==================== retire_rat
retire_rat/clock_nets.png
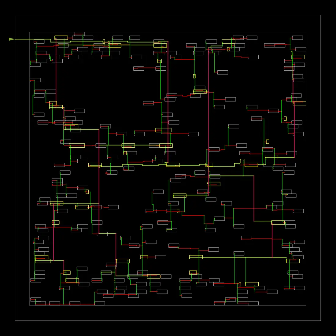

### src/rtl/retire_rat.sv
// retire_rat: retirement register alias table.
// Holds the architectural (committed) arch->phys map. It sits directly
// downstream of the ROB commit port.
//
// Ports
//   clk, rst          clock, synchronous active-high reset
//   commit_cnt        number of valid commit slots this cycle (slots 0..cnt-1)
//   rrf_arch_reg[SS]  committed destination arch register per slot
//   rrf_phys_reg[SS]  committed destination phys register per slot
//   mispredict        ROB flush; this cycle's commits still retire
//   freed_valid[SS]   displaced phys register valid (registered)
//   freed_phys[SS]    displaced phys register returned to the free list (registered)
//   restore_valid     mirrors mispredict (combinational)
//   restore_map       committed map including this cycle's commits (combinational)
module retire_rat #(
    parameter int SS        = 2,
    parameter int SS_BITS   = 1,
    parameter int NUM_ARCH  = 32,
    parameter int ARCH_BITS = 5,
    parameter int PHYS_BITS = 6
) (
    input  logic                 clk,
    input  logic                 rst,
    input  logic [SS_BITS:0]     commit_cnt,
    input  logic [ARCH_BITS-1:0] rrf_arch_reg [SS],
    input  logic [PHYS_BITS-1:0] rrf_phys_reg [SS],
    input  logic                 mispredict,
    output logic [SS-1:0]        freed_valid,
    output logic [PHYS_BITS-1:0] freed_phys [SS],
    output logic                 restore_valid,
    output logic [PHYS_BITS-1:0] restore_map [NUM_ARCH]
);

    localparam logic [SS_BITS:0] CNT_MAX = (SS_BITS + 1)'(SS);

    logic [PHYS_BITS-1:0] map_q [NUM_ARCH];
    logic [PHYS_BITS-1:0] map_d [NUM_ARCH];
    logic [SS-1:0]        freed_valid_q;
    logic [SS-1:0]        freed_valid_d;
    logic [PHYS_BITS-1:0] freed_phys_q [SS];
    logic [PHYS_BITS-1:0] freed_phys_d [SS];
    logic [SS_BITS:0]     eff_cnt;

    // Slots are folded into map_d in program order, so a later slot that
    // targets the same arch reg sees (and displaces) the earlier slot's phys
    // rather than the stale committed entry. Writes to x0 are no-ops: branches
    // and stores commit with arch 0.
    always_comb begin
        eff_cnt = (commit_cnt > CNT_MAX) ? CNT_MAX : commit_cnt;
        for (int a = 0; a < NUM_ARCH; a++) begin
            map_d[a] = map_q[a];
        end
        freed_valid_d = '0;
        for (int i = 0; i < SS; i++) begin
            freed_phys_d[i] = '0;
            if (((SS_BITS + 1)'(i) < eff_cnt) && (rrf_arch_reg[i] != '0)) begin
                freed_valid_d[i]            = 1'b1;
                freed_phys_d[i]             = map_d[rrf_arch_reg[i]];
                map_d[rrf_arch_reg[i]]      = rrf_phys_reg[i];
            end
        end
    end

    always_ff @(posedge clk) begin
        if (rst) begin
            for (int a = 0; a < NUM_ARCH; a++) begin
                map_q[a] <= PHYS_BITS'(a);
            end
            freed_valid_q <= '0;
            for (int i = 0; i < SS; i++) begin
                freed_phys_q[i] <= '0;
            end
        end else begin
            map_q         <= map_d;
            freed_valid_q <= freed_valid_d;
            freed_phys_q  <= freed_phys_d;
        end
    end

    assign freed_valid   = freed_valid_q;
    assign freed_phys    = freed_phys_q;
    assign restore_valid = mispredict;
    // The front-end RAT restores in the same cycle, so it must see this
    // cycle's commits as well.
    assign restore_map   = map_d;

    // Illegal commit count, phys 0 never freed (it belongs to x0), and no two
    // architectural registers sharing a physical register.
    always @(posedge clk) begin
        if (!rst) begin
            assert (commit_cnt <= CNT_MAX);
            for (int i = 0; i < SS; i++) begin
                assert (!freed_valid_q[i] || (freed_phys_q[i] != '0));
            end
            for (int a = 1; a < NUM_ARCH; a++) begin
                for (int b = a + 1; b < NUM_ARCH; b++) begin
                    assert (map_q[a] != map_q[b]);
                end
            end
        end
    end

endmodule
### config.mk
export PLATFORM = sky130hd
export DESIGN_NAME = retire_rat
export DESIGN_NICKNAME = d
export VERILOG_FILES = /design/src/rtl/retire_rat.sv
export SDC_FILE = /design/constraint.sdc
export NUM_CORES = 1
export LEC_CHECK = 0
export ABC_AREA = 1
export CAP_MARGIN = 20
export CELL_PAD_IN_SITES_DETAIL_PLACEMENT = 0
export CELL_PAD_IN_SITES_GLOBAL_PLACEMENT = 1
export CORE_MARGIN = 10
export CORE_UTILIZATION = 37
export CTS_CLUSTER_SIZE = 14
export DETAILED_ROUTE_END_ITERATION = 12
export PLACE_DENSITY_LB_ADDON = 0.1
export SLEW_MARGIN = 20
export SYNTH_ARGS = -nofsm -noshare
export SYNTH_HDL_FRONTEND = slang
export SYNTH_SLANG_ARGS = --single-unit
### constraint.sdc
create_clock -name clk -period 1.8 [get_ports clk]
set_input_delay 0.18 -clock clk [delete_from_list [all_inputs] [get_ports clk]]
set_output_delay 0.18 -clock clk [all_outputs]
set_load 0.005 [all_outputs]
==================== slpf_sched_flat
--- config.mk ---
export PLATFORM = sky130hd
export DESIGN_NAME = slpf_sched_flat
export DESIGN_NICKNAME = d
export VERILOG_FILES = /design/src/rtl/slpf_sched_pkg.sv /design/src/rtl/slpf_sched_if.sv /design/src/rtl/slpf_sched_fifo.sv /design/src/rtl/slpf_sched.sv /design/src/flat_wrapper.sv
export SDC_FILE = /design/constraint.sdc
export NUM_CORES = 1
export LEC_CHECK = 0
export CAP_MARGIN = 15
export CORE_MARGIN = 2
export CORE_UTILIZATION = 40
export CTS_BUF_LIST = sky130_fd_sc_hd__clkbuf_4 sky130_fd_sc_hd__clkbuf_8
export DETAILED_ROUTE_END_ITERATION = 6
export GPL_ROUTABILITY_DRIVEN = 0
export PLACE_DENSITY = 0.59
export RECOVER_POWER = 25
export SLEW_MARGIN = 20
export SYNTH_ARGS = -nofsm -noshare
export SYNTH_HDL_FRONTEND = slang
export SYNTH_SLANG_ARGS = --single-unit
--- constraint.sdc ---
create_clock -name clock -period 3 [get_ports clock]
set_input_delay 0.45 -clock clock [delete_from_list [all_inputs] [get_ports clock]]
set_output_delay 0.45 -clock clock [all_outputs]
set_load 0.1 [all_outputs]
--- src/rtl/slpf_sched_pkg.sv ---
// Shared types and constants for the filter-bank input scheduler.
// Latency: n/a (types only).
// Backpressure: n/a.
package slpf_sched_pkg;

   localparam int ADC_N           = 6;
   localparam int ADC_W           = 12;
   localparam int CHNL_W          = 3;
   localparam int SCHED_FIFO_D    = 8;
   localparam int SCHED_ISSUE_GAP = 5;

   typedef struct packed {
      logic clk;
      logic rstn;
   } clock_t;

   typedef struct packed {
      logic [CHNL_W-1:0] chnl;
      logic [ADC_W-1:0]  data;
   } sample_t;

   typedef enum logic {
      IDLE = 1'b0,
      GAP  = 1'b1
   } sched_st_t;

endpackage

--- src/rtl/slpf_sched_if.sv ---
// Sample ingress handshake plus the filter write port, bundled.
// Latency: n/a (wiring only).
// Backpressure: s_rdy low refuses s_val; the filter port has none.
interface slpf_sched_if;
   import slpf_sched_pkg::*;

   logic              s_val;
   logic [CHNL_W-1:0] s_chnl;
   logic [ADC_W-1:0]  s_data;
   logic              s_rdy;
   logic              f_we;
   logic [CHNL_W-1:0] f_chnl;
   logic [ADC_W-1:0]  f_di;

   modport slave  (input  s_val, s_chnl, s_data, output s_rdy, f_we, f_chnl, f_di);
   modport master (output s_val, s_chnl, s_data, input  s_rdy, f_we, f_chnl, f_di);
endinterface

--- src/rtl/slpf_sched_fifo.sv ---
// Synchronous FIFO with extra-MSB pointers and synchronous clear.
// Latency: a push is visible at dout the cycle after it is written.
// Backpressure: push ignored while full (no pass-through), pop ignored while empty.
module slpf_sched_fifo #(
   parameter int DEPTH = 8,
   parameter int W     = 8
) (
   input  logic         clk,
   input  logic         rstn,
   input  logic         clr,
   input  logic         push,
   input  logic [W-1:0] din,
   input  logic         pop,
   output logic [W-1:0] dout,
   output logic         full,
   output logic         empty
);
   localparam int AW = $clog2(DEPTH);

   logic [AW:0]  wptr;
   logic [AW:0]  rptr;
   logic [W-1:0] mem [DEPTH];
   logic         do_push;
   logic         do_pop;

   assign full    = (wptr[AW] != rptr[AW]) && (wptr[AW-1:0] == rptr[AW-1:0]);
   assign empty   = (wptr == rptr);
   assign do_push = push && !full && !clr;
   assign do_pop  = pop && !empty && !clr;
   assign dout    = mem[rptr[AW-1:0]];

   // pointer update; clear wins over any push or pop in the same cycle
   always_ff @(posedge clk or negedge rstn) begin
      if (!rstn) begin
         wptr <= '0;
         rptr <= '0;
      end else if (clr) begin
         wptr <= '0;
         rptr <= '0;
      end else begin
         if (do_push) wptr <= wptr + 1'b1;
         if (do_pop)  rptr <= rptr + 1'b1;
      end
   end

   // storage write; contents need no reset since the pointers gate visibility
   always_ff @(posedge clk) begin
      if (do_push) mem[wptr[AW-1:0]] <= din;
   end
endmodule

--- src/rtl/slpf_sched.sv ---
// Buffers ADC samples and issues them to the filter with a minimum strobe spacing; tracks frame coverage.
// Latency: push into empty FIFO while idle with en=1 -> f_we two cycles later.
// Backpressure: s_rdy = !full; the filter port is never stalled, spacing is enforced here.
module slpf_sched
   import slpf_sched_pkg::*;
#(
   parameter int FIFO_D    = SCHED_FIFO_D,
   parameter int ISSUE_GAP = SCHED_ISSUE_GAP
) (
   input  clock_t              clock,
   input  logic                en,
   input  logic                flush,
   slpf_sched_if.slave         bus,
   output logic                frame_done,
   output logic                err_rng,
   output logic                err_dup,
   output logic                err_miss,
   output logic [7:0]          drop_cnt
);
   localparam int CW = $clog2(ISSUE_GAP) + 1;

   logic              clk;
   logic              rstn;
   sched_st_t         state;
   sched_st_t         nxt;
   logic [CW-1:0]     gap_cnt;
   sample_t           push_dat;
   sample_t           head;
   logic              full;
   logic              empty;
   logic              accept;
   logic              in_rng;
   logic              push;
   logic              pop;
   logic              last;
   logic [ADC_N-1:0]  mask;
   logic [ADC_N-1:0]  hit;
   logic              f_we_q;
   logic [CHNL_W-1:0] f_chnl_q;
   logic [ADC_W-1:0]  f_di_q;

   assign clk  = clock.clk;
   assign rstn = clock.rstn;

   // out-of-range samples are handshaken but never reach the FIFO; flush discards the push
   assign accept   = bus.s_val && !full;
   assign in_rng   = bus.s_chnl < CHNL_W'(ADC_N);
   assign push     = accept && in_rng && !flush;
   assign push_dat = {bus.s_chnl, bus.s_data};
   assign last     = (head.chnl == CHNL_W'(ADC_N - 1));
   assign hit      = ADC_N'(1) << head.chnl;

   assign bus.s_rdy  = !full;
   assign bus.f_we   = f_we_q;
   assign bus.f_chnl = f_chnl_q;
   assign bus.f_di   = f_di_q;

   slpf_sched_fifo #(
      .DEPTH (FIFO_D),
      .W     ($bits(sample_t))
   ) u_fifo (
      .clk   (clk),
      .rstn  (rstn),
      .clr   (flush),
      .push  (push),
      .din   (push_dat),
      .pop   (pop),
      .dout  (head),
      .full  (full),
      .empty (empty)
   );

   // issue FSM state register
   always_ff @(posedge clk or negedge rstn) begin
      if (!rstn) state <= IDLE;
      else       state <= nxt;
   end

   // pop only from IDLE; GAP holds until the spacing counter expires
   always_comb begin
      nxt = state;
      pop = 1'b0;
      case (state)
         IDLE: if (en && !empty && !flush) begin
            pop = 1'b1;
            nxt = GAP;
         end
         GAP:  if (gap_cnt == CW'(1)) nxt = IDLE;
         default: nxt = IDLE;
      endcase
   end

   // spacing counter: loaded on issue, counts down through GAP
   always_ff @(posedge clk or negedge rstn) begin
      if (!rstn)                                gap_cnt <= '0;
      else if (pop)                             gap_cnt <= CW'(ISSUE_GAP - 1);
      else if (state == GAP && gap_cnt != '0)   gap_cnt <= gap_cnt - 1'b1;
   end

   // registered filter write port; data holds between strobes
   always_ff @(posedge clk or negedge rstn) begin
      if (!rstn) begin
         f_we_q     <= 1'b0;
         f_chnl_q   <= '0;
         f_di_q     <= '0;
         frame_done <= 1'b0;
      end else begin
         f_we_q     <= pop;
         frame_done <= pop && last;
         if (pop) begin
            f_chnl_q <= head.chnl;
            f_di_q   <= head.data;
         end
      end
   end

   // frame coverage mask and sticky frame errors
   always_ff @(posedge clk or negedge rstn) begin
      if (!rstn) begin
         mask     <= '0;
         err_dup  <= 1'b0;
         err_miss <= 1'b0;
      end else if (flush) begin
         mask <= '0;
      end else if (pop) begin
         if ((mask & hit) != '0) err_dup <= 1'b1;
         if (last) begin
            if ((mask | hit) != '1) err_miss <= 1'b1;
            mask <= '0;
         end else begin
            mask <= mask | hit;
         end
      end
   end

   // range error and saturating drop counter
   always_ff @(posedge clk or negedge rstn) begin
      if (!rstn) begin
         err_rng  <= 1'b0;
         drop_cnt <= '0;
      end else if (accept && !in_rng) begin
         err_rng <= 1'b1;
         if (drop_cnt != 8'hFF) drop_cnt <= drop_cnt + 1'b1;
      end
   end
endmodule

--- src/flat_wrapper.sv ---
// flat-port wrapper written by rule: the top's interface ports become plain ports
module slpf_sched_flat import slpf_sched_pkg::*;
#(
   parameter int FIFO_D    = SCHED_FIFO_D,
   parameter int ISSUE_GAP = SCHED_ISSUE_GAP
)
  (clock, en, flush, frame_done, err_rng, err_dup, err_miss, drop_cnt, bus_s_val, bus_s_chnl, bus_s_data, bus_s_rdy, bus_f_we, bus_f_chnl, bus_f_di);
  slpf_sched_if bus_i ();
  input  clock_t clock;
  input  logic en;
  input  logic flush;
  output logic frame_done;
  output logic err_rng;
  output logic err_dup;
  output logic err_miss;
  output logic [7:0] drop_cnt;
  input wire logic [$bits(bus_i.s_val)-1:0] bus_s_val;
  input wire logic [$bits(bus_i.s_chnl)-1:0] bus_s_chnl;
  input wire logic [$bits(bus_i.s_data)-1:0] bus_s_data;
  output wire logic [$bits(bus_i.s_rdy)-1:0] bus_s_rdy;
  output wire logic [$bits(bus_i.f_we)-1:0] bus_f_we;
  output wire logic [$bits(bus_i.f_chnl)-1:0] bus_f_chnl;
  output wire logic [$bits(bus_i.f_di)-1:0] bus_f_di;
  assign bus_i.s_val = bus_s_val;
  assign bus_i.s_chnl = bus_s_chnl;
  assign bus_i.s_data = bus_s_data;
  assign bus_s_rdy = bus_i.s_rdy;
  assign bus_f_we = bus_i.f_we;
  assign bus_f_chnl = bus_i.f_chnl;
  assign bus_f_di = bus_i.f_di;
  slpf_sched #(.FIFO_D(FIFO_D), .ISSUE_GAP(ISSUE_GAP)) u_core (.clock(clock), .en(en), .flush(flush), .bus(bus_i), .frame_done(frame_done), .err_rng(err_rng), .err_dup(err_dup), .err_miss(err_miss), .drop_cnt(drop_cnt));
endmodule
==================== mem_port_arbiter
==> config.mk <==
export PLATFORM = sky130hd
export DESIGN_NAME = mem_port_arbiter
export DESIGN_NICKNAME = d
export VERILOG_FILES = /design/src/rtl/mem_arb_pkg.sv /design/src/rtl/mem_port_arbiter_rr_pick.sv /design/src/rtl/mem_port_arbiter.sv
export SDC_FILE = /design/constraint.sdc
export NUM_CORES = 1
export LEC_CHECK = 0
export ABC_AREA = 1
export CAP_MARGIN = 30
export CELL_PAD_IN_SITES_DETAIL_PLACEMENT = 2
export CELL_PAD_IN_SITES_GLOBAL_PLACEMENT = 2
export CORE_UTILIZATION = 14
export CTS_BUF_LIST = sky130_fd_sc_hd__clkbuf_4 sky130_fd_sc_hd__clkbuf_8 sky130_fd_sc_hd__clkbuf_16
export CTS_CLUSTER_DIAMETER = 80
export DETAILED_ROUTE_END_ITERATION = 12
export PLACE_DENSITY = 0.85
export SLEW_MARGIN = 15
export SYNTH_ARGS = -nofsm -noshare
export SYNTH_HDL_FRONTEND = slang
export SYNTH_SLANG_ARGS = --single-unit
==> constraint.sdc <==
create_clock -name clk -period 5.5 [get_ports clk]
set_input_delay 1.1 -clock clk [delete_from_list [all_inputs] [get_ports clk]]
set_output_delay 1.1 -clock clk [all_outputs]
set_load 0.005 [all_outputs]
==> src/rtl/mem_arb_pkg.sv <==
// Shared types and constants for the matrix SRAM port arbiter.
package mem_arb_pkg;

  typedef enum logic {
    IDLE  = 1'b0,
    GRANT = 1'b1
  } arb_state_e;

  localparam int REQ_A  = 0;
  localparam int REQ_X  = 1;
  localparam int REQ_WB = 2;

  localparam int NREQ_D   = 3;
  localparam int ADDR_W_D = 8;
  localparam int DATA_W_D = 32;
  localparam int BLEN_W_D = 6;

  function automatic logic [1:0] oh2idx(input logic [NREQ_D-1:0] oh);
    logic [1:0] idx;
    idx = 2'd0;
    if (oh[REQ_X])  idx = 2'd1;
    if (oh[REQ_WB]) idx = 2'd2;
    return idx;
  endfunction

endpackage

==> src/rtl/mem_port_arbiter_rr_pick.sv <==
// Round-robin pick over three requesters: search upward from ptr with wrap,
// skipping any requester set in excl.
module rr_pick import mem_arb_pkg::*; (
  input  logic [NREQ_D-1:0] req,
  input  logic [1:0]        ptr,
  input  logic [NREQ_D-1:0] excl,
  output logic [NREQ_D-1:0] win,
  output logic              found
);

  logic [NREQ_D-1:0] elig;
  assign elig = req & ~excl;

  always_comb begin
    logic [1:0] idx;
    win   = '0;
    found = 1'b0;
    idx   = 2'd0;
    for (int k = 0; k < NREQ_D; k++) begin
      idx = 2'((int'(ptr) + k) % NREQ_D);
      if (!found && elig[idx]) begin
        win[idx] = 1'b1;
        found    = 1'b1;
      end
    end
  end

endmodule

==> src/rtl/mem_port_arbiter.sv <==
// Burst-granting round-robin arbiter for the single-port matrix SRAM.
// Optional per-requester beat counters under MEM_ARB_STATS_EN.
module mem_port_arbiter import mem_arb_pkg::*; #(
  parameter int NREQ   = NREQ_D,
  parameter int ADDR_W = ADDR_W_D,
  parameter int DATA_W = DATA_W_D,
  parameter int BLEN_W = BLEN_W_D
)(
  input  logic                          clk,
  input  logic                          rst,
  input  logic [NREQ-1:0]               req,
  input  logic [NREQ-1:0][BLEN_W-1:0]   burst_len,
  input  logic [NREQ-1:0][ADDR_W-1:0]   addr,
  input  logic [NREQ-1:0][DATA_W-1:0]   wdata,
  input  logic [NREQ-1:0]               we,
  output logic [NREQ-1:0]               gnt,
  output logic [DATA_W-1:0]             rdata,
  output logic [NREQ-1:0]               rvalid,
  output logic                          ram_en,
  output logic                          ram_we,
  output logic [ADDR_W-1:0]             ram_addr,
  output logic [DATA_W-1:0]             ram_wdata,
  input  logic [DATA_W-1:0]             ram_rdata,
  output logic                          busy,
  output logic [1:0]                    owner
`ifdef MEM_ARB_STATS_EN
  ,
  input  logic                          stat_clr,
  output logic [NREQ-1:0][15:0]         stat_beats
`endif
);

  arb_state_e        state_q, state_n;
  logic [NREQ-1:0]   gnt_q, gnt_n, rvalid_q;
  logic [1:0]        owner_q, owner_n, ptr_q, ptr_n, nxt_ptr;
  logic [BLEN_W-1:0] len_q, len_n, cnt_q, cnt_n, pick_len;
  logic [NREQ-1:0]   pick_win, pick_excl;
  logic [1:0]        pick_ptr, pick_idx;
  logic              pick_found, beat, last;

  assign nxt_ptr = (owner_q == 2'(NREQ - 1)) ? 2'd0 : owner_q + 2'd1;
  assign beat    = (state_q == GRANT) && req[owner_q];
  assign last    = beat && (cnt_q == len_q - BLEN_W'(1));

  // One picker serves both arbitrations: from the RR pointer when idle, and
  // from owner+1 with the finishing owner masked at end of burst.
  assign pick_ptr  = (state_q == GRANT) ? nxt_ptr : ptr_q;
  assign pick_excl = (state_q == GRANT) ? gnt_q : '0;

  rr_pick u_pick (
    .req   (req),
    .ptr   (pick_ptr),
    .excl  (pick_excl),
    .win   (pick_win),
    .found (pick_found)
  );

  assign pick_idx = oh2idx(pick_win);
  assign pick_len = (burst_len[pick_idx] == '0) ? BLEN_W'(1) : burst_len[pick_idx];

  always_comb begin
    state_n = state_q;
    gnt_n   = gnt_q;
    owner_n = owner_q;
    ptr_n   = ptr_q;
    len_n   = len_q;
    cnt_n   = cnt_q;
    case (state_q)
      IDLE: begin
        if (pick_found) begin
          state_n = GRANT;
          gnt_n   = pick_win;
          owner_n = pick_idx;
          len_n   = pick_len;
          cnt_n   = '0;
        end
      end
      GRANT: begin
        if (!req[owner_q]) begin
          state_n = IDLE;
          gnt_n   = '0;
          ptr_n   = nxt_ptr;
          cnt_n   = '0;
        end else if (last) begin
          ptr_n = nxt_ptr;
          cnt_n = '0;
          if (pick_found) begin
            gnt_n   = pick_win;
            owner_n = pick_idx;
            len_n   = pick_len;
          end else begin
            state_n = IDLE;
            gnt_n   = '0;
          end
        end else begin
          cnt_n = cnt_q + BLEN_W'(1);
        end
      end
      default: state_n = IDLE;
    endcase
  end

  always_ff @(posedge clk) begin
    if (rst) begin
      state_q  <= IDLE;
      gnt_q    <= '0;
      owner_q  <= '0;
      ptr_q    <= '0;
      len_q    <= '0;
      cnt_q    <= '0;
      rvalid_q <= '0;
    end else begin
      state_q  <= state_n;
      gnt_q    <= gnt_n;
      owner_q  <= owner_n;
      ptr_q    <= ptr_n;
      len_q    <= len_n;
      cnt_q    <= cnt_n;
      // gnt_q is the owner one-hot, so it doubles as the read-return tag
      rvalid_q <= (beat && !we[owner_q]) ? gnt_q : '0;
    end
  end

  assign ram_en    = beat;
  assign ram_we    = beat && we[owner_q];
  assign ram_addr  = (state_q == GRANT) ? addr[owner_q]  : '0;
  assign ram_wdata = (state_q == GRANT) ? wdata[owner_q] : '0;

  assign gnt    = gnt_q;
  assign rvalid = rvalid_q;
  assign rdata  = ram_rdata;
  assign busy   = (state_q == GRANT);
  assign owner  = owner_q;

`ifdef MEM_ARB_STATS_EN
  for (genvar i = 0; i < NREQ; i++) begin : g_stat
    logic [15:0] beats_q;
    always_ff @(posedge clk) begin
      if (rst || stat_clr)
        beats_q <= '0;
      else if (beat && gnt_q[i] && beats_q != 16'hFFFF)
        beats_q <= beats_q + 16'd1;
    end
    assign stat_beats[i] = beats_q;
  end
`endif

endmodule

==================== activation_scheduler
--- config.mk ---
export PLATFORM = sky130hd
export DESIGN_NAME = activation_scheduler
export DESIGN_NICKNAME = d
export VERILOG_FILES = /design/src/rtl/activation_scheduler.sv
export SDC_FILE = /design/constraint.sdc
export NUM_CORES = 1
export LEC_CHECK = 0
export CAP_MARGIN = 40
export CORE_MARGIN = 10
export CORE_UTILIZATION = 49
export DETAILED_ROUTE_END_ITERATION = 7
export HOLD_SLACK_MARGIN = 0.02
export PLACE_DENSITY = 0.91
export RECOVER_POWER = 100
export SETUP_SLACK_MARGIN = 0.2
export SYNTH_ARGS = -nofsm -noshare
export SYNTH_HDL_FRONTEND = slang
export SYNTH_SLANG_ARGS = --single-unit
export TNS_END_PERCENT = 20
--- constraint.sdc ---
create_clock -name clk_i -period 3.1 [get_ports clk_i]
set_input_delay 0.62 -clock clk_i [delete_from_list [all_inputs] [get_ports clk_i]]
set_output_delay 0.62 -clock clk_i [all_outputs]
set_load 0.01 [all_outputs]
--- src/rtl/activation_scheduler.sv ---
// Time-multiplexes one activation unit across a row of requantized accumulators.
// Define ACT_SCHED_SAT_CNT_EN to add the saturation counter ports.
module activation_scheduler #(
    parameter int NUM_COLS   = 4,
    parameter int ACC_WIDTH  = 32,
    parameter int DATA_WIDTH = 8,
    parameter int FRAC_SHIFT = 4
) (
    input  logic                           clk_i,
    input  logic                           rst_ni,
    input  logic [1:0]                     cfg_activ_type_i,
    input  logic                           in_valid_i,
    output logic                           in_ready_o,
    input  logic [NUM_COLS*ACC_WIDTH-1:0]  in_acc_i,
    output logic [1:0]                     act_type_o,
    output logic [DATA_WIDTH-1:0]          act_z_o,
    input  logic [DATA_WIDTH-1:0]          act_y_i,
    output logic                           out_valid_o,
    input  logic                           out_ready_i,
    output logic [NUM_COLS*DATA_WIDTH-1:0] out_data_o,
    output logic                           busy_o
`ifdef ACT_SCHED_SAT_CNT_EN
    ,
    input  logic                           sat_clr_i,
    output logic [15:0]                    sat_count_o
`endif
);

    typedef enum logic [1:0] {
        S_IDLE,
        S_RUN,
        S_OUT
    } state_e;

    localparam int IDX_W = (NUM_COLS > 1) ? $clog2(NUM_COLS) : 1;
    localparam logic [IDX_W-1:0] LAST = IDX_W'(NUM_COLS - 1);
    localparam logic [1:0] T_BYPASS = 2'd3;
    localparam logic signed [ACC_WIDTH-1:0] Q_MAX =
        {{(ACC_WIDTH-DATA_WIDTH+1){1'b0}}, {(DATA_WIDTH-1){1'b1}}};
    localparam logic signed [ACC_WIDTH-1:0] Q_MIN =
        {{(ACC_WIDTH-DATA_WIDTH+1){1'b1}}, {(DATA_WIDTH-1){1'b0}}};

    state_e                  state_q, state_d;
    logic [IDX_W-1:0]        idx_q, idx_d;
    logic [1:0]              type_q, type_d;
    logic [ACC_WIDTH-1:0]    acc_q [NUM_COLS];
    logic [ACC_WIDTH-1:0]    acc_d [NUM_COLS];
    logic [DATA_WIDTH-1:0]   obuf_q [NUM_COLS];
    logic [DATA_WIDTH-1:0]   obuf_d [NUM_COLS];

    logic signed [ACC_WIDTH-1:0] shifted;
    logic                        sat_hi, sat_lo;
    logic [DATA_WIDTH-1:0]       quant;
    logic                        run, accept;

    always_comb begin
        shifted = $signed(acc_q[idx_q]) >>> FRAC_SHIFT;
        sat_hi  = shifted > Q_MAX;
        sat_lo  = shifted < Q_MIN;
        quant   = shifted[DATA_WIDTH-1:0];
        if (sat_hi) begin
            quant = Q_MAX[DATA_WIDTH-1:0];
        end else if (sat_lo) begin
            quant = Q_MIN[DATA_WIDTH-1:0];
        end
    end

    assign run         = (state_q == S_RUN);
    assign in_ready_o  = (state_q == S_IDLE) || ((state_q == S_OUT) && out_ready_i);
    assign accept      = in_valid_i && in_ready_o;
    assign out_valid_o = (state_q == S_OUT);
    assign busy_o      = (state_q != S_IDLE);
    assign act_z_o     = run ? quant : '0;
    // Bypass rows keep the unit on a defined selector
    assign act_type_o  = (run && type_q != T_BYPASS) ? type_q : 2'd0;

    always_comb begin
        out_data_o = '0;
        for (int k = 0; k < NUM_COLS; k++) begin
            out_data_o[k*DATA_WIDTH +: DATA_WIDTH] = obuf_q[k];
        end
    end

    always_comb begin
        state_d = state_q;
        idx_d   = idx_q;
        type_d  = type_q;
        acc_d   = acc_q;
        obuf_d  = obuf_q;
        unique case (state_q)
            S_IDLE: state_d = S_IDLE;
            S_RUN: begin
                obuf_d[idx_q] = (type_q == T_BYPASS) ? quant : act_y_i;
                if (idx_q == LAST) begin
                    state_d = S_OUT;
                    idx_d   = '0;
                end else begin
                    idx_d = idx_q + 1'b1;
                end
            end
            S_OUT: begin
                if (out_ready_i) begin
                    state_d = S_IDLE;
                end
            end
            default: state_d = S_IDLE;
        endcase
        if (accept) begin
            state_d = S_RUN;
            idx_d   = '0;
            type_d  = cfg_activ_type_i;
            for (int k = 0; k < NUM_COLS; k++) begin
                acc_d[k] = in_acc_i[k*ACC_WIDTH +: ACC_WIDTH];
            end
        end
    end

    always_ff @(posedge clk_i or negedge rst_ni) begin
        if (!rst_ni) begin
            state_q <= S_IDLE;
            idx_q   <= '0;
            type_q  <= '0;
            for (int k = 0; k < NUM_COLS; k++) begin
                acc_q[k]  <= '0;
                obuf_q[k] <= '0;
            end
        end else begin
            state_q <= state_d;
            idx_q   <= idx_d;
            type_q  <= type_d;
            acc_q   <= acc_d;
            obuf_q  <= obuf_d;
        end
    end

`ifdef ACT_SCHED_SAT_CNT_EN
    logic [15:0] sat_cnt_q, sat_cnt_d;

    always_comb begin
        sat_cnt_d = sat_cnt_q;
        if (sat_clr_i) begin
            sat_cnt_d = '0;
        end else if (run && (sat_hi || sat_lo) && sat_cnt_q != 16'hFFFF) begin
            sat_cnt_d = sat_cnt_q + 16'd1;
        end
    end

    always_ff @(posedge clk_i or negedge rst_ni) begin
        if (!rst_ni) begin
            sat_cnt_q <= '0;
        end else begin
            sat_cnt_q <= sat_cnt_d;
        end
    end

    assign sat_count_o = sat_cnt_q;
`endif

endmodule
retire_rat/floorplan.png
Pins as bars on the die edge.
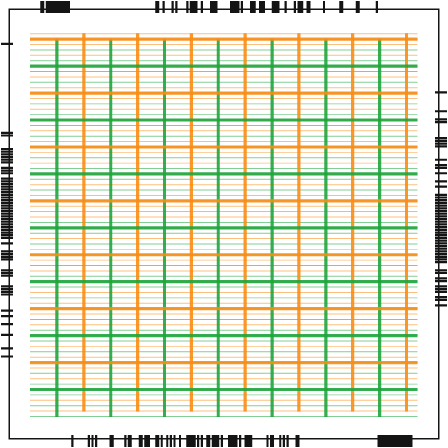
colour	net
orange	VDD
green	VSS
rows	71
met5 straps	14

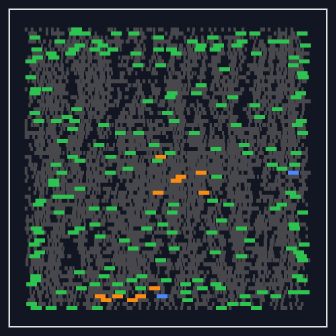
retire_rat/ff_map.png
colour	name in the netlist	flops
orange	freed_phys	12
green	map_q	192
blue	freed_valid	2

Notes on retire_rat/clock_nets.png above:
CTS Buf Count: 27
CLK BUF: 39

==> flow report, retire_rat <==
==================================================================================
Outcome                                                               finished with violations
Failing checks                                                        negative setup slack
Tot GR Track Use                                                             33.2%
Yosys reg bits                                                                 206
Fp_density                                                                   37.7%
Iteration tally of the first detailed-router pass                                6
Aggregate routed wire length                                              84400 µm
Flops                                                                          206
Clk_skew                                                                 0.0141 ns
Clock slew at reported path FFs                                            0.06 ns
Min-delay src                                                                  rst
Yosys top cell by area                                                sky130_fd_sc_hd__dfxtp_1
Fmax                                                                       535 MHz
Die footprint                                                            46700 µm²
Final HPWL from detailed placement                                        58600 µm
Vias in the first global route                                               19700
Number of warnings printed during yosys synthesis                                0
Number of failing setup endpoints in the final timing report                    54
Critical Path End                                                     restore_map[161]
CP Max Fanout                                                                    6
Most instantiated library cell after synthesis                        sky130_fd_sc_hd__nand2_1
Worst setup margin                                                      -0.0688 ns
Signed area change from the synthesized netlist to the final layout          79.4%
Overall Power                                                              13.9 mW
Area contributors post-synth                                          sky130_fd_sc_hd__dfxtp_1, sky130_fd_sc_hd__nand2_1, sky130_fd_sc_hd__nand3_1, sky130_fd_sc_hd__inv_1, sky130_fd_sc_hd__o21ai_0
Horizontal die dimension                                                    216 µm
Commonest cells in the netlist                                        sky130_fd_sc_hd__nand2_1, sky130_fd_sc_hd__nand3_1, sky130_fd_sc_hd__inv_1, sky130_fd_sc_hd__dfxtp_1, sky130_fd_sc_hd__o21ai_0
Sequential cell area in the final layout                                  4130 µm²
Placeable core region                                                    37800 µm²
Per-cell routed wire length                                                22.7 µm
==================================================================================
==> retire_rat: power groups by stage <==
stage               Combinational, mW  Clock, mW  Sequential, mW
detailed placement               2.78          0            4.82
global route                     3.61       5.95            4.73
finish                           3.46       5.75            4.72
global placement                 2.77          0            4.82
CTS                              3.08       5.78            4.72
floorplan                        1.09          0            4.80
==> retire_rat: per-stage QoR <==
stage               hold WS, ns  std cells  worst slack, ns  setup TNS, ns  instance area (µm²)
floorplan                 0.392       2434            0.217              0                14200
global placement          0.360       3520            -1.11        -251.63                20800
detailed placement        0.360       3520            -1.12        -259.65                20800
CTS                      0.0575       3669          -0.0800         -0.820                23700
global route             0.0617       3721           -0.130          -5.05                25500
finish                   0.0498       3722          -0.0688          -1.18                25500
==> retire_rat: flip-flops by register name (all words and copies together), names as in the netlist <==
| register | cells |
|---|---|
| map_q | 192 |
| freed_phys | 12 |
| freed_valid | 2 |
==> retire_rat: worst max-delay path: cells and delay by family <==
kind,cells,cell delay [ns]
AND/OR/NAND/NOR,5,0.75
AND-OR/OR-AND,1,0.06
buffers and inverters,5,0.70
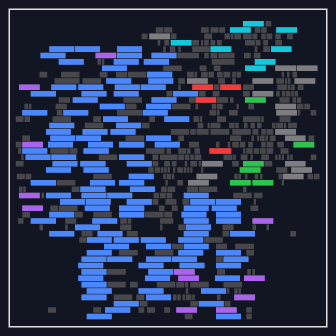
slpf_sched_flat/ff_map.png
colour	name in the netlist	flops
red	u_core.u_fifo.rptr	4
blue	u_core.u_fifo.mem	120
cyan	u_core.drop_cnt	8
purple	u_core.bus.f_di	12
green	u_core.mask	6
not coloured	17

==> flow report, slpf_sched_flat <==
==============================================================================
Number of enable-type register cells in the synthesized netlist            120
Per-cell routed wire length                                            19.1 µm
Worst hold margin                                                   -0.0480 ns
Count of endpoints failing hold in the final timing report                  30
Vias in the first global route                                            4021
Failing checks                                                    negative hold slack
Outcome                                                           finished with violations
Top-Level Pins                                                              49
Fraction of area in non-clock buffers                                    7.47%
Antenna Violating Nets Remaining                                             0
Power attributed to the clock group                                    2.06 mW
Fmax                                                                   413 MHz
Number of buffers inserted by post-CTS setup repair                          0
Chip Area, Yosys                                                      6870 µm²
Met2 Usage GRT                                                           24.6%
==============================================================================
## slpf_sched_flat: worst max-delay path, cell delays in order, from the launching register on
cell and delay, ns:
sky130_fd_sc_hd__dfrtp_2 0.62, sky130_fd_sc_hd__buf_4 0.34, sky130_fd_sc_hd__mux4_2 0.53, sky130_fd_sc_hd__mux2i_1 0.18, sky130_fd_sc_hd__buf_4 0.22, sky130_fd_sc_hd__nand2b_4 0.18
sky130_fd_sc_hd__o211ai_1 0.10, sky130_fd_sc_hd__a31oi_1 0.18
## slpf_sched_flat: through the flow
step / instance area (µm²) / setup slack [ns]
3_3_place_gp: 7650 / 0.556
6_report: 8110 / 0.580
5_1_grt: 8110 / 0.390
4_1_cts: 8160 / 0.514
3_5_place_dp: 7650 / 0.540
2_1_floorplan: 6870 / 0.0272
## slpf_sched_flat: per-layer routing
layer	wire, µm	vias to the layer above
met2	6540	94
met3	787	31
li1	-	1719
met4	360	2
met1	5960	1877
met5	11	-
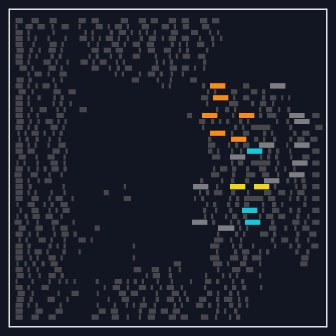
mem_port_arbiter/ff_map.png
colour	name in the netlist	flops
yellow	owner	2
cyan	gnt	3
orange	cnt_q	6
sequential power: 0.251 mW
share of cell area taken by flip-flops and latches: 9.33%

==> flow report, mem_port_arbiter <==
==================================================================================
CLK BUF                                                                          4
Placement Rows                                                                  51
Pin count of the biggest net entering global routing                            50
Dominant kind of cell                                                      buffers
Number of standard cells in the final layout excluding fillers                 940
Fraction of layout cells with a size suffix above 1                          6.07%
Buffers from clock root to sink, at most                                         2
Cycle use final                                                              72.0%
Starting DRT DRC Count                                                          93
Met2 Wirelength                                                            7290 µm
Root Buffer                                                           sky130_fd_sc_hd__clkbuf_16
Aggregate routed wire length                                              13900 µm
Proportion of power drawn by combinational gates                             79.5%
Sum Neg Setup Slack                                                           0 ns
Top-Level Pins                                                                 261
Combinational gates                                                            380
Amount of wire on met3 after detailed routing                              1050 µm
Commonest cells in the netlist                                        sky130_fd_sc_hd__nand2_1, sky130_fd_sc_hd__nand3_1, sky130_fd_sc_hd__inv_1, sky130_fd_sc_hd__buf_4, sky130_fd_sc_hd__dfxtp_1
Most instantiated library cell after synthesis                        sky130_fd_sc_hd__nand2_1
Startpoint-to-endpoint class of the critical path                        in -> out
Min-delay src                                                         ptr_q[0]$_SDFFE_PP0P_
Most used flip-flop cell after synthesis                              sky130_fd_sc_hd__dfxtp_1
Number of failing setup endpoints in the final timing report                     0
And+or+nand+nor area frac                                                    49.3%
Placeable core region                                                    19700 µm²
Outcome                                                                  completed
Worst-case headroom to the max-slew limit                                    52.5%
Endpoint of the worst hold path                                       ptr_q[0]$_SDFFE_PP0P_
Number of nets at floorplan                                                    707
Signal arrival time at the worst endpoint                                  2.86 ns
Busiest metal layer after global routing                                      met2
Signed area change from the synthesized netlist to the final layout          72.9%
CP Max Fanout                                                                    5
Most frequent cells in the layout                                     sky130_fd_sc_hd__nand2_1, sky130_fd_sc_hd__clkdlybuf4s50_1, sky130_fd_sc_hd__nand3_1
Antenna Violating Nets Remaining                                                 0
Flops                                                                           23
Type of destination of the critical path                              primary output
Hold Crit Depth                                                                  2
==================================================================================
[mem_port_arbiter: worst max-delay path, stage by stage]
cell	delay (ns)
sky130_fd_sc_hd__clkdlybuf4s50_1	0.56
sky130_fd_sc_hd__inv_1	0.07
sky130_fd_sc_hd__o21ai_2	0.28
sky130_fd_sc_hd__nand2_1	0.18
sky130_fd_sc_hd__nor2_1	0.15
sky130_fd_sc_hd__clkdlybuf4s50_1	0.51
[mem_port_arbiter: power by group through the flow]
stage,clock network [mW],logic [mW],registers (mW)
finish,0.169,1.62,0.251
global route,0.177,1.82,0.257
CTS,0.172,1.67,0.252
detailed placement,0,1.65,0.255
global placement,0,1.59,0.253
floorplan,0,1.02,0.243
[mem_port_arbiter: per-stage QoR]
stage | cell area (µm²) | utilization, % | worst slack (ns) | hold slack, ns
after global routing | 4950 | 25.1 | 1.41 | 0.505
after global placement | 4870 | 24.7 | 1.49 | 0.449
final | 4950 | 25.1 | 1.54 | 0.465
after floorplan | 2860 | - | 2.78 | 0.430
after detailed placement | 4870 | 24.7 | 1.51 | 0.456
after CTS | 4950 | 25.1 | 1.51 | 0.466
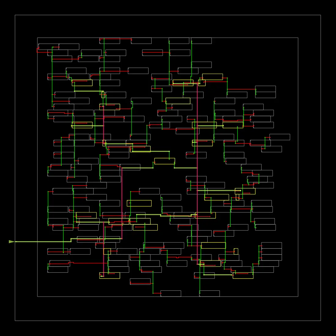
activation_scheduler/clock_nets.png
clk_skew: 0.00630 ns
CLK BUF: 20
power attributed to the clock group: 2.26 mW
insertion delay to the later sink of the worst-skew pair: 0.42 ns
CTS Buf Count: 17

==> flow report, activation_scheduler <==
==================================================================================
CP cell instances                                                     buf_12, mux4_2, nor4_2, and3_1, a31o_4, clkbuf_16, a21oi_2, buf_2
Maximum Capacitance Violations                                                   1
Unrepaired setup endpoints after global routing                               true
Failing checks                                                        max-capacitance violations, max-slew violations, negative setup slack
Worst setup margin                                                       -0.214 ns
Post-Syn Area per Cell                                                    13.9 µm²
Pin count of the biggest net entering global routing                            82
Horizontal die dimension                                                    138 µm
Actual slew at the worst max-slew pin                                      1.87 ns
Max IR drop VDD                                                             529 µV
Final max-slew violation count                                                  78
Starting DRT DRC Count                                                         427
Number of failing setup endpoints in the final timing report                     8
Fraction of registers with async set or reset after synthesis                 100%
Total of hold buffers inserted after clock tree synthesis                        0
Number of cell instances after yosys synthesis                                 491
Outcome                                                               finished with violations
Flip-flop count of the largest register, all copies and words added            112
Area contributors post-synth                                          sky130_fd_sc_hd__dfrtp_1, sky130_fd_sc_hd__mux2_2, sky130_fd_sc_hd__mux4_1, sky130_fd_sc_hd__mux4_2, sky130_fd_sc_hd__a31oi_1
Maximum cell stage delay along the critical path                           0.54 ns
Ratio of routed vias to standard cells                                        5.67
Aggregate routed wire length                                              18600 µm
Yosys top cell by area                                                sky130_fd_sc_hd__dfrtp_1
==================================================================================
activation_scheduler: path summary, 6_finish.rpt:
kind	start	endpoint	slack, ns	cells after the start
worst max register to register	idx_q[0]$_DFFE_PN0P_	out_data_o[10]$_DFFE_PN0P_	0.48	10
worst min-delay path	out_data_o[31]$_DFFE_PN0P_	out_data_o[31]$_DFFE_PN0P_	0.48	2
worst min register to register	out_data_o[31]$_DFFE_PN0P_	out_data_o[31]$_DFFE_PN0P_	0.48	2
max in group asynchronous	rst_ni	acc_q[73]$_DFFE_PN0P_	0.88	2
min in group asynchronous	rst_ni	out_data_o[21]$_DFFE_PN0P_	0.70	1
worst max-delay path	idx_q[0]$_DFFE_PN0P_	act_z_o[6]	-0.21	8
activation_scheduler: routing by layer:
metal | part of all wire (%) | GRT usage, % | vias to the layer above
met1 | 40 | 23.0 | 2488
met5 | 0.091 | 0 | -
met4 | 2.1 | 6.22 | 2
li1 | - | - | 2219
met2 | 50 | 32.5 | 217
met3 | 7.7 | 7.16 | 33
activation_scheduler: area by class of cell:
cell class	count	area share, %
clock buffer	20	4.57
clock inverter	9	2.12
inverter	3	0.118
multi-input combinational	308	30.5
sequential	150	39.3
tap	180	2.36
timing repair buffer	205	21.0

==================== prog_seq_detector_flat
prog_seq_detector_flat/floorplan.png
Pins as bars on the die edge.
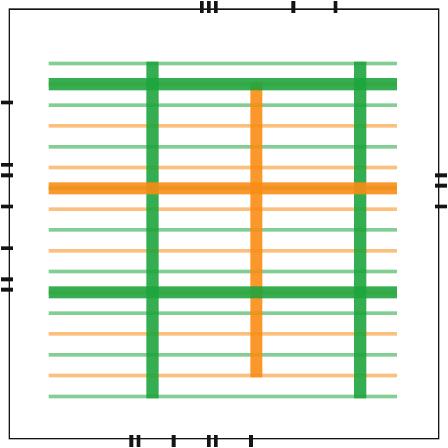
prog_seq_detector_flat/ff_map.png
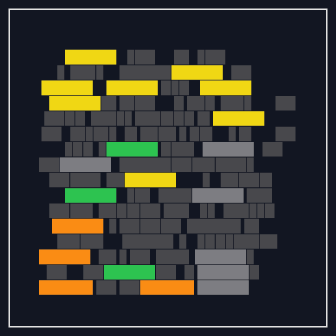
File: src/rtl/prog_seq_detector_pkg.sv
// rtl/prog_seq_detector_pkg.sv - shared types and compare helper for prog_seq_detector
// Purpose: detector state encoding, maximum pattern width, and the masked
//          pattern compare used by the top level.
// Ports:   none (package).
package seq_det_pkg;

  typedef enum logic {
    FILL  = 1'b0,   // fewer than PAT_W bits collected, no match possible
    ARMED = 1'b1    // history holds a full window, compare active
  } det_state_t;

  localparam int PAT_W_MAX = 32;

  // Callers zero-extend narrower operands; zero mask bits make the padding
  // positions don't-care, so any PAT_W up to PAT_W_MAX compares correctly.
  function automatic logic pat_match(input logic [PAT_W_MAX-1:0] hist,
                                     input logic [PAT_W_MAX-1:0] pat,
                                     input logic [PAT_W_MAX-1:0] mask);
    return ((hist ^ pat) & mask) == '0;
  endfunction

endpackage

File: src/rtl/prog_seq_detector_if.sv
// rtl/prog_seq_detector_if.sv - stream, control and status bundle of prog_seq_detector
// Purpose: groups the serial input, pattern/control inputs and match outputs.
// Ports:   x, x_valid, pat_load, pat_in, overlap_en, cnt_clr (to detector),
//          z, match_cnt, cnt_sat (from detector); pat_mask_in when SEQ_MASK_EN.
// Modports: master drives the inputs, slave is the detector side.
interface prog_seq_detector_if #(
  parameter int PAT_W = 4,
  parameter int CNT_W = 8
);
  logic             x;
  logic             x_valid;
  logic             pat_load;
  logic [PAT_W-1:0] pat_in;
  logic             overlap_en;
  logic             cnt_clr;
  logic             z;
  logic [CNT_W-1:0] match_cnt;
  logic             cnt_sat;

`ifdef SEQ_MASK_EN
  logic [PAT_W-1:0] pat_mask_in;

  modport master (output x, x_valid, pat_load, pat_in, pat_mask_in, overlap_en, cnt_clr,
                  input  z, match_cnt, cnt_sat);
  modport slave  (input  x, x_valid, pat_load, pat_in, pat_mask_in, overlap_en, cnt_clr,
                  output z, match_cnt, cnt_sat);
`else
  modport master (output x, x_valid, pat_load, pat_in, overlap_en, cnt_clr,
                  input  z, match_cnt, cnt_sat);
  modport slave  (input  x, x_valid, pat_load, pat_in, overlap_en, cnt_clr,
                  output z, match_cnt, cnt_sat);
`endif
endinterface

File: src/rtl/seq_hist_shreg.sv
// rtl/seq_hist_shreg.sv - history shift register and fill tracker
// Purpose: holds the last PAT_W received bits and how many are valid.
// Ports:   clk, reset (async, active-high); shift (accept x), clear (drop
//          history), x; hist_shift = history with x appended, armed = full
//          window held, almost = one bit short of a full window.
//          The fill count saturates at PAT_W, so a full window stays armed.
module seq_hist_shreg
  import seq_det_pkg::*;
#(
  parameter int PAT_W = 4
) (
  input  logic             clk,
  input  logic             reset,
  input  logic             shift,
  input  logic             clear,
  input  logic             x,
  output logic [PAT_W-1:0] hist_shift,
  output logic             armed,
  output logic             almost
);
  localparam int             FW   = $clog2(PAT_W + 1);
  localparam logic [FW-1:0]  FULL = FW'(PAT_W);

  det_state_t       state_q, state_d;
  logic [FW-1:0]    fill_q,  fill_d;
  logic [PAT_W-1:0] hist_q,  hist_d;

  // Newest bit enters at the LSB; MSB is the oldest bit of the window.
  assign hist_shift = {hist_q[PAT_W-2:0], x};

  always_ff @(posedge clk or posedge reset) begin
    if (reset) begin
      state_q <= FILL;
      fill_q  <= '0;
      hist_q  <= '0;
    end else begin
      state_q <= state_d;
      fill_q  <= fill_d;
      hist_q  <= hist_d;
    end
  end

  always_comb begin
    hist_d = hist_q;
    fill_d = fill_q;
    if (clear) begin
      hist_d = '0;
      fill_d = '0;
    end else if (shift) begin
      hist_d = hist_shift;
      if (fill_q != FULL) fill_d = fill_q + FW'(1);
    end
    state_d = (fill_d == FULL) ? ARMED : FILL;
  end

  always_comb begin
    armed  = (state_q == ARMED);
    almost = (fill_q == FULL - FW'(1));
  end

endmodule

File: src/rtl/prog_seq_detector.sv
// rtl/prog_seq_detector.sv - programmable serial sequence detector (top)
// Purpose: flags each occurrence of a runtime-loadable PAT_W-bit pattern in a
//          gated serial stream, overlapping or not, with a saturating counter.
// Ports:   clk, reset (async, active-high); bus (prog_seq_detector_if.slave):
//          x/x_valid stream, pat_load/pat_in pattern load, overlap_en,
//          cnt_clr in; z match pulse, match_cnt, cnt_sat out.
// Option:  SEQ_MASK_EN adds pat_mask_in and a mask register (0 = don't-care).
module prog_seq_detector
  import seq_det_pkg::*;
#(
  parameter int               PAT_W   = 4,
  parameter logic [PAT_W-1:0] DEF_PAT = 4'b0110,
  parameter int               CNT_W   = 8
) (
  input  logic               clk,
  input  logic               reset,
  prog_seq_detector_if.slave bus
);
  localparam logic [CNT_W-1:0] CNT_MAX = '1;

  logic [PAT_W-1:0] pattern_q;
  logic [PAT_W-1:0] mask_q;
  logic [PAT_W-1:0] hist_shift;
  logic             armed, almost;
  logic             shift, match, hist_clear;
  logic             z_q, sat_q;
  logic [CNT_W-1:0] cnt_q;

  // A load owns the cycle: x is ignored and the history restarts.
  assign shift = bus.x_valid & ~bus.pat_load;

  // Match when this shift completes a full window: already armed, or one
  // bit short before the shift.
  assign match = shift & (armed | almost) &
                 pat_match(PAT_W_MAX'(hist_shift), PAT_W_MAX'(pattern_q), PAT_W_MAX'(mask_q));

  // Non-overlapping mode starts over after every match.
  assign hist_clear = bus.pat_load | (match & ~bus.overlap_en);

  seq_hist_shreg #(.PAT_W(PAT_W)) u_hist (
    .clk        (clk),
    .reset      (reset),
    .shift      (shift),
    .clear      (hist_clear),
    .x          (bus.x),
    .hist_shift (hist_shift),
    .armed      (armed),
    .almost     (almost)
  );

  always_ff @(posedge clk or posedge reset) begin
    if (reset) begin
      pattern_q <= DEF_PAT;
    end else if (bus.pat_load) begin
      pattern_q <= bus.pat_in;
    end
  end

`ifdef SEQ_MASK_EN
  always_ff @(posedge clk or posedge reset) begin
    if (reset) begin
      mask_q <= '1;
    end else if (bus.pat_load) begin
      mask_q <= bus.pat_mask_in;
    end
  end
`else
  assign mask_q = '1;
`endif

  always_ff @(posedge clk or posedge reset) begin
    if (reset) begin
      z_q   <= 1'b0;
      cnt_q <= '0;
      sat_q <= 1'b0;
    end else begin
      z_q <= match;
      if (bus.cnt_clr) begin
        // A match on the clearing edge is counted, not lost.
        cnt_q <= match ? CNT_W'(1) : '0;
        sat_q <= 1'b0;
      end else if (match && cnt_q != CNT_MAX) begin
        cnt_q <= cnt_q + CNT_W'(1);
        if (cnt_q == CNT_MAX - CNT_W'(1)) sat_q <= 1'b1;
      end
    end
  end

  assign bus.z         = z_q;
  assign bus.match_cnt = cnt_q;
  assign bus.cnt_sat   = sat_q;

endmodule

File: src/flat_wrapper.sv
// flat-port wrapper written by rule: the top's interface ports become plain ports
module prog_seq_detector_flat import seq_det_pkg::*;
#(
  parameter int               PAT_W   = 4,
  parameter logic [PAT_W-1:0] DEF_PAT = 4'b0110,
  parameter int               CNT_W   = 8
)
  (clk, reset, bus_x, bus_x_valid, bus_pat_load, bus_pat_in, bus_overlap_en, bus_cnt_clr, bus_z, bus_match_cnt, bus_cnt_sat);
  prog_seq_detector_if #(.PAT_W(PAT_W), .CNT_W(CNT_W)) bus_i ();
  input  logic clk;
  input  logic reset;
  input wire logic [$bits(bus_i.x)-1:0] bus_x;
  input wire logic [$bits(bus_i.x_valid)-1:0] bus_x_valid;
  input wire logic [$bits(bus_i.pat_load)-1:0] bus_pat_load;
  input wire logic [$bits(bus_i.pat_in)-1:0] bus_pat_in;
  input wire logic [$bits(bus_i.overlap_en)-1:0] bus_overlap_en;
  input wire logic [$bits(bus_i.cnt_clr)-1:0] bus_cnt_clr;
  output wire logic [$bits(bus_i.z)-1:0] bus_z;
  output wire logic [$bits(bus_i.match_cnt)-1:0] bus_match_cnt;
  output wire logic [$bits(bus_i.cnt_sat)-1:0] bus_cnt_sat;
  assign bus_i.x = bus_x;
  assign bus_i.x_valid = bus_x_valid;
  assign bus_i.pat_load = bus_pat_load;
  assign bus_i.pat_in = bus_pat_in;
  assign bus_i.overlap_en = bus_overlap_en;
  assign bus_i.cnt_clr = bus_cnt_clr;
  assign bus_z = bus_i.z;
  assign bus_match_cnt = bus_i.match_cnt;
  assign bus_cnt_sat = bus_i.cnt_sat;
  prog_seq_detector #(.PAT_W(PAT_W), .DEF_PAT(DEF_PAT), .CNT_W(CNT_W)) u_core (.clk(clk), .reset(reset), .bus(bus_i));
endmodule
File: config.mk
export PLATFORM = sky130hd
export DESIGN_NAME = prog_seq_detector_flat
export DESIGN_NICKNAME = d
export VERILOG_FILES = /design/src/rtl/prog_seq_detector_pkg.sv /design/src/rtl/prog_seq_detector_if.sv /design/src/rtl/seq_hist_shreg.sv /design/src/rtl/prog_seq_detector.sv /design/src/flat_wrapper.sv
export SDC_FILE = /design/constraint.sdc
export NUM_CORES = 1
export LEC_CHECK = 0
export CAP_MARGIN = 40
export CORE_MARGIN = 5
export CORE_UTILIZATION = 55
export CTS_BUF_LIST = sky130_fd_sc_hd__clkbuf_16
export DETAILED_ROUTE_END_ITERATION = 16
export GPL_TIMING_DRIVEN = 0
export PLACE_DENSITY = 0.88
export SLEW_MARGIN = 25
export SYNTH_ARGS = -nofsm -noshare
export SYNTH_HDL_FRONTEND = slang
export SYNTH_SLANG_ARGS = --single-unit
File: constraint.sdc
create_clock -name clk -period 3.6 [get_ports clk]
set_clock_uncertainty 0.1 [all_clocks]
set_input_delay 0.9 -clock clk [delete_from_list [all_inputs] [get_ports clk]]
set_output_delay 0.9 -clock clk [all_outputs]
set_load 0.01 [all_outputs]
==> flow report <==
==================================================================================
Outcome                                                                  completed
Critical path buffers and inverters                                              2
Combined area of all synthesized cells                                    1160 µm²
Startpoint of the lowest-slack register-to-register path              u_core.u_hist.fill_q[0]$_DFF_PP0_
GR Overflow Total                                                                0
CP cell instances                                                     clkdlybuf4s50_1, inv_2, o2111ai_4, nor3_4, a21o_1, a21oi_1
Amount of wire on met3 after detailed routing                                83 µm
Final HPWL from detailed placement                                         1740 µm
Final max-slew violation count                                                   0
Max IR drop VDD                                                             324 µV
Root Buffer                                                           sky130_fd_sc_hd__clkbuf_16
CTS Buf Count                                                                    3
Sum Neg Setup Slack                                                           0 ns
Dominant combinational cell family by area after synthesis            simple AND/OR/NAND/NOR gates
Max layer used                                                                met4
Proportion of power drawn by combinational gates                             10.4%
Yosys reg bits                                                                  21
Type of destination of the critical path                                 flip-flop
Antenna violations before repair                                                 0
Final antenna diode count                                                        0
Iteration tally of the first detailed-router pass                                4
Yosys xor share                                                              5.93%
Kind of start point of the critical path                                input port
Actual slew at the worst max-slew pin                                     0.511 ns
Maximum Capacitance Violations                                                   0
Cell variety after synth                                                        33
Horizontal die dimension                                                   55.9 µm
Worst hold margin                                                         0.409 ns
Overall Power                                                             0.535 mW
Count of endpoints failing hold in the final timing report                       0
Per-cell routed wire length                                                15.3 µm
Insertion delay to the later sink of the worst-skew pair                   0.25 ns
Commonest cells in the netlist                                        sky130_fd_sc_hd__dfrtp_1, sky130_fd_sc_hd__nor2_1, sky130_fd_sc_hd__inv_1, sky130_fd_sc_hd__nand3_1
Cts repair resizes                                                               0
Pin count of the biggest net entering global routing                            22
Clk network pwr share                                                        42.5%
Signed area change from the synthesized netlist to the final layout          27.4%
Vias in the first global route                                                 953
Number of logic stages on the critical path including buffering                  6
Fraction of layout cells with a size suffix above 1                          12.0%
Internal power contribution                                               0.420 mW
CP Max Fanout                                                                   10
Signal arrival time at the worst endpoint                                  2.43 ns
And+or+nand+nor area frac                                                    19.0%
Clock tree from TritonCTS                                                     done
Area contributors post-synth                                          sky130_fd_sc_hd__dfrtp_1, sky130_fd_sc_hd__ha_1, sky130_fd_sc_hd__mux2_1, sky130_fd_sc_hd__dfstp_2, sky130_fd_sc_hd__xnor2_1
Number of warnings printed during yosys synthesis                                0
R2R setup slack                                                            1.72 ns
Post-Syn Area per Cell                                                    10.7 µm²
M1 wire length                                                             1020 µm
Placeable core region                                                     1980 µm²
Switching part of the total power                                            21.5%
Worst setup margin                                                         1.18 ns
Cells on worst reg2reg path                                                      6
Number of failing setup endpoints in the final timing report                     0
Buffers from clock root to sink, at most                                         2
R2R Path End                                                          u_core.bus.match_cnt[2]$_DFFE_PP0P_
Number of nets at floorplan                                                    125
Number of inserted filler cells in the final layout                            136
Unrepaired setup endpoints after global routing                              false
P_leak                                                                    0.615 nW
==================================================================================
Notes on prog_seq_detector_flat/floorplan.png above:
colour	net
orange	VDD
green	VSS
signal pins	21
met5 straps	3
rows	16
met4 straps	3
met1 rails	17

Notes on prog_seq_detector_flat/ff_map.png above:
colour	name in the netlist	flops
orange	u_core.pattern_q	4
yellow	u_core.bus.match_cnt	8
green	u_core.u_hist.hist_q	3

[flip-flops by register name, indices dropped and copies added, names as in the netlist]
signal and count:
u_core.pattern_q 4, u_core.bus.match_cnt 8, u_core.bus.z 1, u_core.bus.cnt_sat 1
u_core.u_hist.fill_q 3, u_core.u_hist.hist_q 3, u_core.u_hist.armed 1
[power groups by stage]
stage                     clock [mW]  combinational (mW)  sequential (mW)
after global placement             0              0.0511            0.255
after floorplan                    0              0.0356            0.254
final                          0.228              0.0557            0.252
after CTS                      0.233              0.0544            0.252
after detailed placement           0              0.0535            0.256
after global routing           0.245              0.0609            0.253
[layout make-up]
class                      instances  area (µm²)  area share, %
buffer                             2        8.76          0.592
timing repair buffer              20         205           13.9
multi-input combinational         76         587           39.7
sequential                        21         528           35.7
clock inverter                     1        3.75          0.254
inverter                          10        37.5           2.54
clock buffer                       3        75.1           5.08
tap                               27        33.8           2.28
[stage by stage]
step / utilization (%) / instances
final: 74.6 / 160
after global routing: 74.6 / 160
after CTS: 73.9 / 159
after detailed placement: 69.9 / 155
after global placement: 69.9 / 155
after floorplan: - / 109
[layer usage]
metal	global-route usage [%]	vias up
met5	0	-
met4	8.47	0
met3	3.25	6
met2	29.7	21
met1	21.5	440
li1	-	431


==> notes/layouts.md <==
Pictures saved along the way, in no particular order.

Power grid.
Pins as bars on the die edge.
image #1
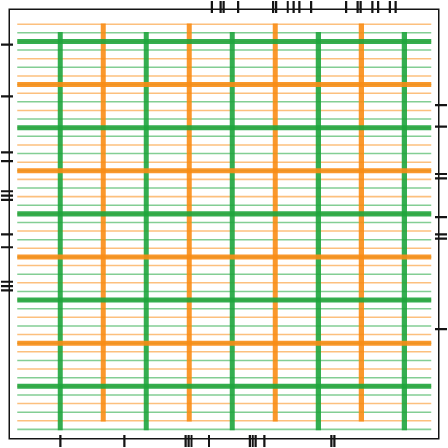
image #2
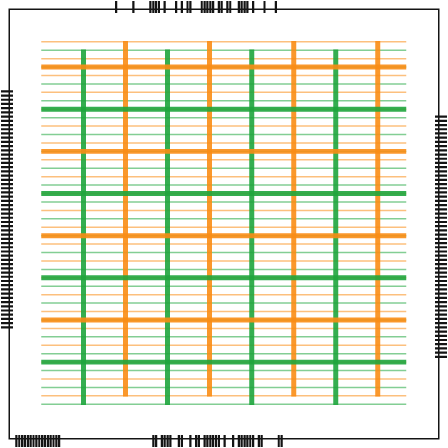
image #3
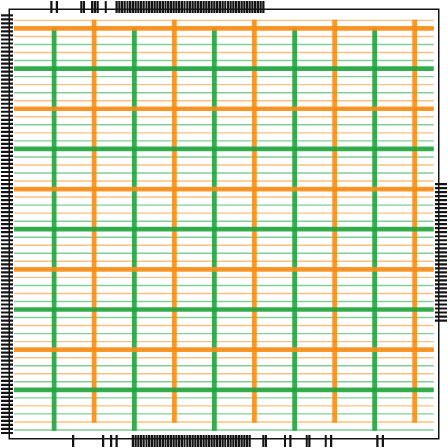
Image #2 comes from activation_scheduler.
Image #3 comes from mem_port_arbiter.
Image #1 comes from slpf_sched_flat.
- most pins: image #3
- fewest pins: image #1

Key to image #1:
colour	net
orange	VDD
green	VSS
met1 rails	48
signal pins	49
met5 straps	9
rows	47
met4 straps	9

Power and IR drop assume default switching activity.
